==================== sub_n_bit_signed_serial
sub_n_bit_signed_serial, signal wires by layer:
(8 px per um) Only two layers are drawn.
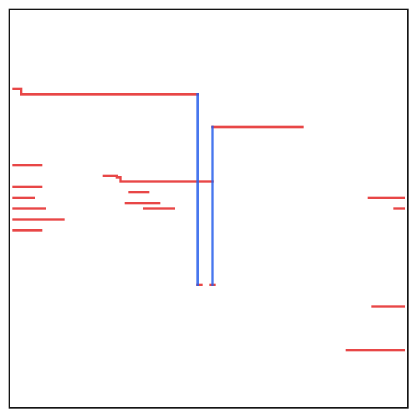

### src/rtl/sub_n_bit_signed_serial_pkg.sv
// Shared FSM encoding and sizing helper for the serial signed subtractor.
// Also pulled in by the ALU top for its own state decode.
package sub_n_bit_signed_serial_pkg;

  localparam logic [1:0] IDLE  = 2'd0;
  localparam logic [1:0] SHIFT = 2'd1;
  localparam logic [1:0] DONE  = 2'd2;

  function automatic int cnt_w(input int w);
    return $clog2(w);
  endfunction

endpackage

### src/rtl/sub_n_bit_signed_serial_fa.sv
// One-bit full adder used as the serial bit cell.
// Ports: a, b, cin in; s (sum), cout (carry) out.
module full_adder_1bit (
  input  logic a,
  input  logic b,
  input  logic cin,
  output logic s,
  output logic cout
);

  assign s    = a ^ b ^ cin;
  assign cout = (a & b) | (a & cin) | (b & cin);

endmodule

### src/rtl/sub_n_bit_signed_serial.sv
// Bit-serial signed subtractor, LSB first: result = a - b in n+1 bits.
// Ports: clk, rst_n, in_valid/in_ready/a/b, out_valid/out_ready/result, busy.
module sub_n_bit_signed_serial
  import sub_n_bit_signed_serial_pkg::*;
#(
  parameter int n = 4
) (
  input  logic         clk,
  input  logic         rst_n,
  input  logic         in_valid,
  output logic         in_ready,
  input  logic [n-1:0] a,
  input  logic [n-1:0] b,
  output logic         out_valid,
  input  logic         out_ready,
  output logic [n:0]   result,
  output logic         busy
);

  localparam int CW = cnt_w(n);

  logic [1:0]    state_q, state_d;
  logic [n-1:0]  a_sh_q, a_sh_d;
  logic [n-1:0]  b_sh_q, b_sh_d;
  logic [n-1:0]  acc_q, acc_d;
  logic          a_sign_q, a_sign_d;
  logic          b_sign_q, b_sign_d;
  logic          c_q, c_d;
  logic [CW-1:0] cnt_q, cnt_d;
  logic          out_valid_q, out_valid_d;
  logic [n:0]    result_q, result_d;

  logic s_bit;
  logic c_bit;

  full_adder_1bit u_fa (
    .a    (a_sh_q[0]),
    .b    (~b_sh_q[0]),
    .cin  (c_q),
    .s    (s_bit),
    .cout (c_bit)
  );

  always_comb begin
    state_d     = state_q;
    a_sh_d      = a_sh_q;
    b_sh_d      = b_sh_q;
    acc_d       = acc_q;
    a_sign_d    = a_sign_q;
    b_sign_d    = b_sign_q;
    c_d         = c_q;
    cnt_d       = cnt_q;
    out_valid_d = out_valid_q;
    result_d    = result_q;
    unique case (1'b1)
      (state_q == IDLE): begin
        if (in_valid) begin
          a_sh_d   = a;
          b_sh_d   = b;
          a_sign_d = a[n-1];
          b_sign_d = b[n-1];
          c_d      = 1'b1;
          cnt_d    = '0;
          state_d  = SHIFT;
        end
      end
      (state_q == SHIFT): begin
        acc_d  = {s_bit, acc_q[n-1:1]};
        a_sh_d = {1'b0, a_sh_q[n-1:1]};
        b_sh_d = {1'b0, b_sh_q[n-1:1]};
        c_d    = c_bit;
        cnt_d  = cnt_q + CW'(1);
        if (cnt_q == CW'(n-1)) begin
          // bit n extends the sign of a + ~b + 1
          result_d = {a_sign_q ^ ~b_sign_q ^ c_bit,
                      s_bit, acc_q[n-1:1]};
          out_valid_d = 1'b1;
          state_d     = DONE;
        end
      end
      (state_q == DONE): begin
        if (out_ready) begin
          out_valid_d = 1'b0;
          state_d     = IDLE;
        end
      end
      default: begin
        out_valid_d = 1'b0;
        state_d     = IDLE;
      end
    endcase
  end

  always_ff @(posedge clk or negedge rst_n) begin
    if (!rst_n) begin
      state_q     <= IDLE;
      a_sh_q      <= '0;
      b_sh_q      <= '0;
      acc_q       <= '0;
      a_sign_q    <= 1'b0;
      b_sign_q    <= 1'b0;
      c_q         <= 1'b0;
      cnt_q       <= '0;
      out_valid_q <= 1'b0;
      result_q    <= '0;
    end else begin
      state_q     <= state_d;
      a_sh_q      <= a_sh_d;
      b_sh_q      <= b_sh_d;
      acc_q       <= acc_d;
      a_sign_q    <= a_sign_d;
      b_sign_q    <= b_sign_d;
      c_q         <= c_d;
      cnt_q       <= cnt_d;
      out_valid_q <= out_valid_d;
      result_q    <= result_d;
    end
  end

  assign in_ready  = (state_q == IDLE);
  assign busy      = (state_q != IDLE);
  assign out_valid = out_valid_q;
  assign result    = result_q;

endmodule

### config.mk
export PLATFORM = sky130hd
export DESIGN_NAME = sub_n_bit_signed_serial
export DESIGN_NICKNAME = d
export VERILOG_FILES = /design/src/rtl/sub_n_bit_signed_serial_pkg.sv /design/src/rtl/sub_n_bit_signed_serial_fa.sv /design/src/rtl/sub_n_bit_signed_serial.sv
export SDC_FILE = /design/constraint.sdc
export NUM_CORES = 1
export LEC_CHECK = 0
export ABC_AREA = 0
export CAP_MARGIN = 20
export CORE_UTILIZATION = 49
export DETAILED_ROUTE_END_ITERATION = 8
export PLACE_DENSITY = 0.75
export SETUP_SLACK_MARGIN = 0.02
export SKIP_LAST_GASP = 1
export SYNTH_ARGS = -nofsm -noshare
export SYNTH_HDL_FRONTEND = slang
export SYNTH_SLANG_ARGS = --single-unit
### constraint.sdc
create_clock -name clk -period 1.6 [get_ports clk]
set_input_delay 0.16 -clock clk [delete_from_list [all_inputs] [get_ports clk]]
set_output_delay 0.16 -clock clk [all_outputs]
set_load 0.01 [all_outputs]
==================== register_writeback_arbiter
==> config.mk <==
export PLATFORM = sky130hd
export DESIGN_NAME = register_writeback_arbiter
export DESIGN_NICKNAME = d
export VERILOG_FILES = /design/src/rtl/register_writeback_arbiter.sv
export SDC_FILE = /design/constraint.sdc
export NUM_CORES = 1
export LEC_CHECK = 0
export CAP_MARGIN = 20
export CORE_UTILIZATION = 54
export CTS_BUF_LIST = sky130_fd_sc_hd__clkbuf_2 sky130_fd_sc_hd__clkbuf_4 sky130_fd_sc_hd__clkbuf_8
export DETAILED_ROUTE_END_ITERATION = 7
export GPL_TIMING_DRIVEN = 1
export HOLD_SLACK_MARGIN = 0.03
export PLACE_DENSITY = 0.9
export REMOVE_ABC_BUFFERS = 1
export SYNTH_ARGS = -nofsm -noshare
export SYNTH_HDL_FRONTEND = slang
export SYNTH_SLANG_ARGS = --single-unit
==> constraint.sdc <==
create_clock -name i_clock -period 3.9 [get_ports i_clock]
set_clock_uncertainty 0.1 [all_clocks]
set_input_delay 0.78 -clock i_clock [delete_from_list [all_inputs] [get_ports i_clock]]
set_output_delay 0.78 -clock i_clock [all_outputs]
set_load 0.01 [all_outputs]
==> src/rtl/register_writeback_arbiter.sv <==
// Single write port for the integer register file: ALU results take priority, queued
// long-latency results fill idle slots, and a busy scoreboard tracks pending long writes.
module register_writeback_arbiter #(
  parameter int QUEUE_DEPTH  = 4,
  parameter int STARVE_LIMIT = 3
) (
  input  logic                           i_clock,
  input  logic                           i_reset,
  input  logic                           i_alu_valid,
  input  logic [4:0]                     i_alu_rd_address,
  input  logic [31:0]                    i_alu_result,
  input  logic                           i_issue_valid,
  input  logic [4:0]                     i_issue_rd_address,
  input  logic                           i_long_valid,
  input  logic [4:0]                     i_long_rd_address,
  input  logic [31:0]                    i_long_result,
  output logic                           o_long_ready,
  input  logic [4:0]                     i_rs1_address,
  input  logic [4:0]                     i_rs2_address,
  input  logic [4:0]                     i_dest_address,
  output logic                           o_hazard,
  output logic                           o_alu_stall,
  output logic [31:0]                    o_rd,
  output logic [4:0]                     o_rd_address,
  output logic                           o_rd_write_enable,
  output logic [31:0]                    o_busy_vector,
  output logic [$clog2(QUEUE_DEPTH):0]   o_queue_count
);

  localparam int PW = $clog2(QUEUE_DEPTH);
  localparam int CW = PW + 1;
  localparam int SW = $clog2(STARVE_LIMIT + 1);

  logic [4:0]    r_q_addr [QUEUE_DEPTH];
  logic [31:0]   r_q_data [QUEUE_DEPTH];
  logic [PW-1:0] r_wr_ptr;
  logic [PW-1:0] r_rd_ptr;
  logic [CW-1:0] r_count;
  logic [31:0]   r_busy;
  logic [SW-1:0] r_starve;
  logic          r_alu_stall;
  logic [31:0]   r_rd;
  logic [4:0]    r_rd_address;
  logic          r_rd_write_enable;

  logic          w_alu_win;
  logic          w_queue_empty;
  logic          w_pop;
  logic          w_push;
  logic          w_issue_set;
  logic [4:0]    w_head_addr;
  logic [31:0]   w_head_data;
  logic [31:0]   w_busy_next;
  logic          w_starve_reach;

  assign w_alu_win     = i_alu_valid && (i_alu_rd_address != 5'd0);
  assign w_queue_empty = (r_count == '0);
  assign w_pop         = !w_alu_win && !w_queue_empty;
  assign o_long_ready  = (r_count != CW'(QUEUE_DEPTH));
  assign w_push        = i_long_valid && o_long_ready && (i_long_rd_address != 5'd0);
  assign w_issue_set   = i_issue_valid && (i_issue_rd_address != 5'd0);
  assign w_head_addr   = r_q_addr[r_rd_ptr];
  assign w_head_data   = r_q_data[r_rd_ptr];

  // The counter saturates, so reaching the limit on this edge means it is one short now.
  assign w_starve_reach = !w_queue_empty && w_alu_win &&
                          (r_starve >= SW'(STARVE_LIMIT - 1));

  // Clear from the pop first, then the issue set, so a same-edge set wins.
  always_comb begin
    w_busy_next = r_busy;
    if (w_pop) w_busy_next[w_head_addr] = 1'b0;
    if (w_issue_set) w_busy_next[i_issue_rd_address] = 1'b1;
    w_busy_next[0] = 1'b0;
  end

  always_ff @(posedge i_clock) begin
    if (w_push) begin
      r_q_addr[r_wr_ptr] <= i_long_rd_address;
      r_q_data[r_wr_ptr] <= i_long_result;
    end
  end

  always_ff @(posedge i_clock) begin
    if (i_reset) begin
      r_wr_ptr          <= '0;
      r_rd_ptr          <= '0;
      r_count           <= '0;
      r_busy            <= '0;
      r_starve          <= '0;
      r_alu_stall       <= 1'b0;
      r_rd              <= '0;
      r_rd_address      <= '0;
      r_rd_write_enable <= 1'b0;
    end else begin
      if (w_alu_win) begin
        r_rd         <= i_alu_result;
        r_rd_address <= i_alu_rd_address;
      end else if (w_pop) begin
        r_rd         <= w_head_data;
        r_rd_address <= w_head_addr;
      end
      r_rd_write_enable <= w_alu_win || w_pop;

      if (w_push) r_wr_ptr <= r_wr_ptr + 1'b1;
      if (w_pop)  r_rd_ptr <= r_rd_ptr + 1'b1;
      r_count <= r_count + CW'(w_push) - CW'(w_pop);
      r_busy  <= w_busy_next;

      if (w_pop || w_queue_empty) begin
        r_starve <= '0;
      end else if (w_alu_win && (r_starve != SW'(STARVE_LIMIT))) begin
        r_starve <= r_starve + 1'b1;
      end

      if (w_pop) begin
        r_alu_stall <= 1'b0;
      end else if (w_starve_reach) begin
        r_alu_stall <= 1'b1;
      end
    end
  end

  // Re-issuing to a busy register is only legal when its pending result retires this edge.
  always_ff @(posedge i_clock) begin
    if (!i_reset && w_issue_set) begin
      assert (!(r_busy[i_issue_rd_address] &&
                !(w_pop && (w_head_addr == i_issue_rd_address))));
    end
  end

  assign o_hazard          = r_busy[i_rs1_address] | r_busy[i_rs2_address] |
                             r_busy[i_dest_address];
  assign o_alu_stall       = r_alu_stall;
  assign o_rd              = r_rd;
  assign o_rd_address      = r_rd_address;
  assign o_rd_write_enable = r_rd_write_enable;
  assign o_busy_vector     = r_busy;
  assign o_queue_count     = r_count;

endmodule

sub_n_bit_signed_serial, sequential cells coloured by netlist name:
(12 px per um)
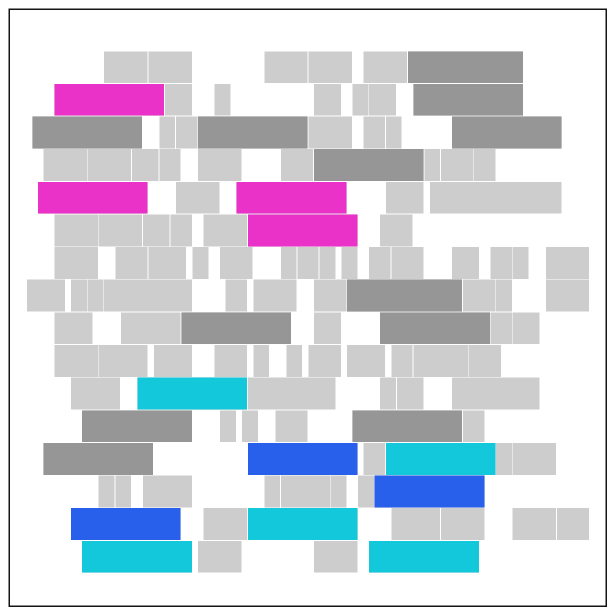
Magenta shows b_sh_q, flops 4. Blue shows acc_q, flops 3. Cyan shows result, flops 5.
Another 12 sequential cells are not coloured.
core occupancy in the finished layout: 69.12%
sequential fraction of total cell area: 42.73%

About 'signal wires by layer' of sub_n_bit_signed_serial:
Blue shows metal 4, wire length 43.5 um. Red shows metal 3, wire length 99.3 um.
final wirelength: 2.112 mm
overall track demand over capacity in global routing: 20.41%
average routed wire per standard cell: 13.99 um

==> Flow_metrics.wiki, sub_n_bit_signed_serial <==
=== Synthesis and place and route ===
{| class="wikitable"
! Metric !! Value
|-
| Status || finished clean
|-
| Max H-tree Level || 1
|-
| Worst voltage drop across the vdd grid || 1.275 mV
|-
| Proportion of power drawn by combinational gates || 44.9%
|-
| Die area || 0.002465 sq mm
|-
| Area share of and-or/or-and cells after synthesis || 15.75%
|-
| Top pwr grp || combinational cells
|-
| Destination of the critical timing path || result[4]
|-
| Relative slew slack || between 70% and 80%
|-
| Final nets || 139
|-
| Met3 routed wirelength || 99 um
|-
| Worst Tran Pin Value || about 0.42 ns
|-
| Max-Cap Viols || 0
|-
| Peak fanout along the critical path || 3
|-
| Design Area, Final || 0.001411 sq mm
|-
| Count of port buffers added during placement || 19
|-
| Count of flip-flops and latches || 24
|}
register_writeback_arbiter, wire density map:
(3 px per um) 27 x 27 tiles, from dark blue (low) to red (high), scaled to the fullest tile. Values are wire area over tile area, all layers added.
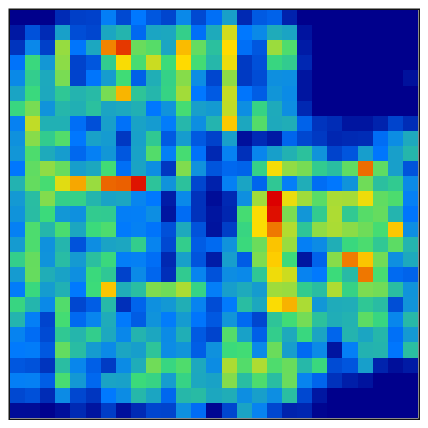
19% of the tiles are over half the peak. The emptiest ninth of the die: top right. 9.6% of the tiles are nearly empty. The fullest tile reaches 0.64.
average routed wire per standard cell: 20.44 um
overall track demand over capacity in global routing: 25.94%
via count: 6,862

==> Flow_metrics.wiki, register_writeback_arbiter <==
=== Synthesis and place and route ===
{| class="wikitable"
! Metric !! Value
|-
| Layout cell share with drive strength beyond 1 || between 10% and 20%
|-
| Kind of path behind the tightest hold check || reg -> reg
|-
| Total gr overflow || 0
|-
| Worst slack at placement || -0.4291 ns
|-
| Insertion Delay late pin || about 0.5 ns
|-
| Total power of the final layout || 6703 uW
|-
| Global routing met1 resource utilization || 32.60%
|-
| Share of cell area taken by muxes after synthesis || 14.33%
|-
| Fraction of the cycle the final worst path needs || 95.82%
|-
| Post-synthesis instance area || around 0.0097 sq mm
|-
| Setup crit start || i_rs2_address[3]
|-
| Met1 wire length || 9.288 mm
|-
| Final Worst Setup Slack || 0.1631 ns
|-
| Register share of total power || 45.2%
|-
| Depth of the critical timing path with buffers and inverters included || 8
|-
| Highest metal layer with signal wires || met5
|-
| Ys Warns || 0
|-
| Final GP Congestion || 0.9508
|-
| Chip area in the Yosys report || 0.009716 sq mm
|-
| Number of flip-flops under the largest register name || around 130
|-
| Leading area contributor after synthesis || sky130_fd_sc_hd__edfxtp_1
|-
| Status || finished clean
|-
| Clock buffer cells || 46
|-
| Reg-to-reg endpoint || o_busy_vector[27]
|-
| Total of plain and repair buffers excluding clock buffers || 193
|-
| Most frequent cells after synthesis || 148 x sky130_fd_sc_hd__edfxtp_1, 85 x sky130_fd_sc_hd__nand2_1, 81 x sky130_fd_sc_hd__dfxtp_1
|-
| Fraction of synthesized cell area in xor and xnor cells || less than 1%
|-
| Fraction of area in clock buffers and inverters || approximately 5.4%
|-
| Mapped Avg Cell Area || ~14 sq um
|-
| IO Pins || 175
|-
| Area inside the core boundary || 0.01742 sq mm
|-
| Largest class || flip-flops and latches
|-
| Peak fanout along the critical path || 5
|-
| Antenna viol nets, final || 0
|-
| Number of well-tap cells placed || between 200 and 250
|}

==> notes/layouts.md <==
Pictures saved along the way, in no particular order.

Port wiring.
panel A
(3 px per um)
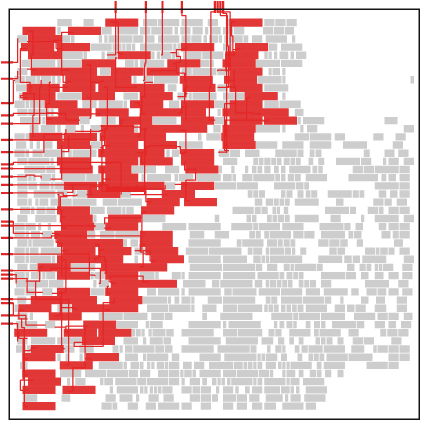
panel B
(10 px per um)
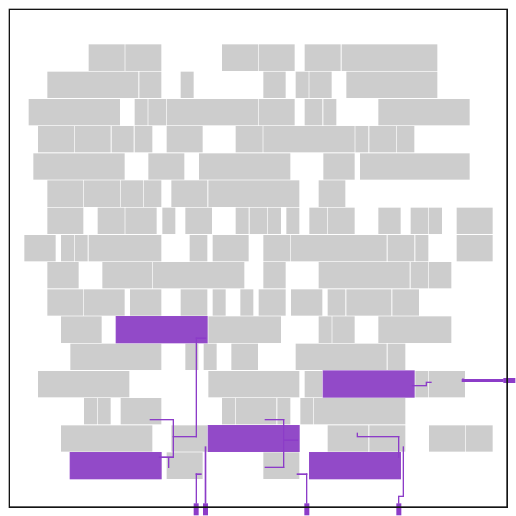
panel B -> sub_n_bit_signed_serial
panel A -> register_writeback_arbiter
The one with the most cells is panel A.
The one with the largest die is panel A.

Key to panel A:
Red shows i_long_result, bits 32, direction input, end cells 128, buffers 32, wire 1,800 um.



==> gallery <==
Cell outlines without signal wires.
Plate I
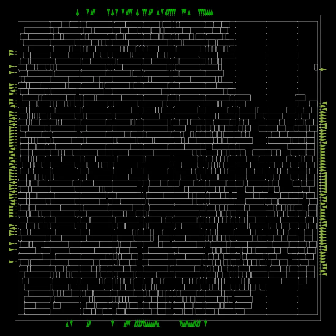
Plate II
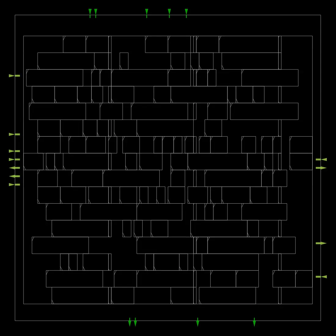
The one with the most sequential cells is Plate I.
The one with the most cells is Plate I.
Plate II: sub_n_bit_signed_serial
Plate I: register_writeback_arbiter

Power figures rest on the tool's default switching activity, not on a simulated workload.
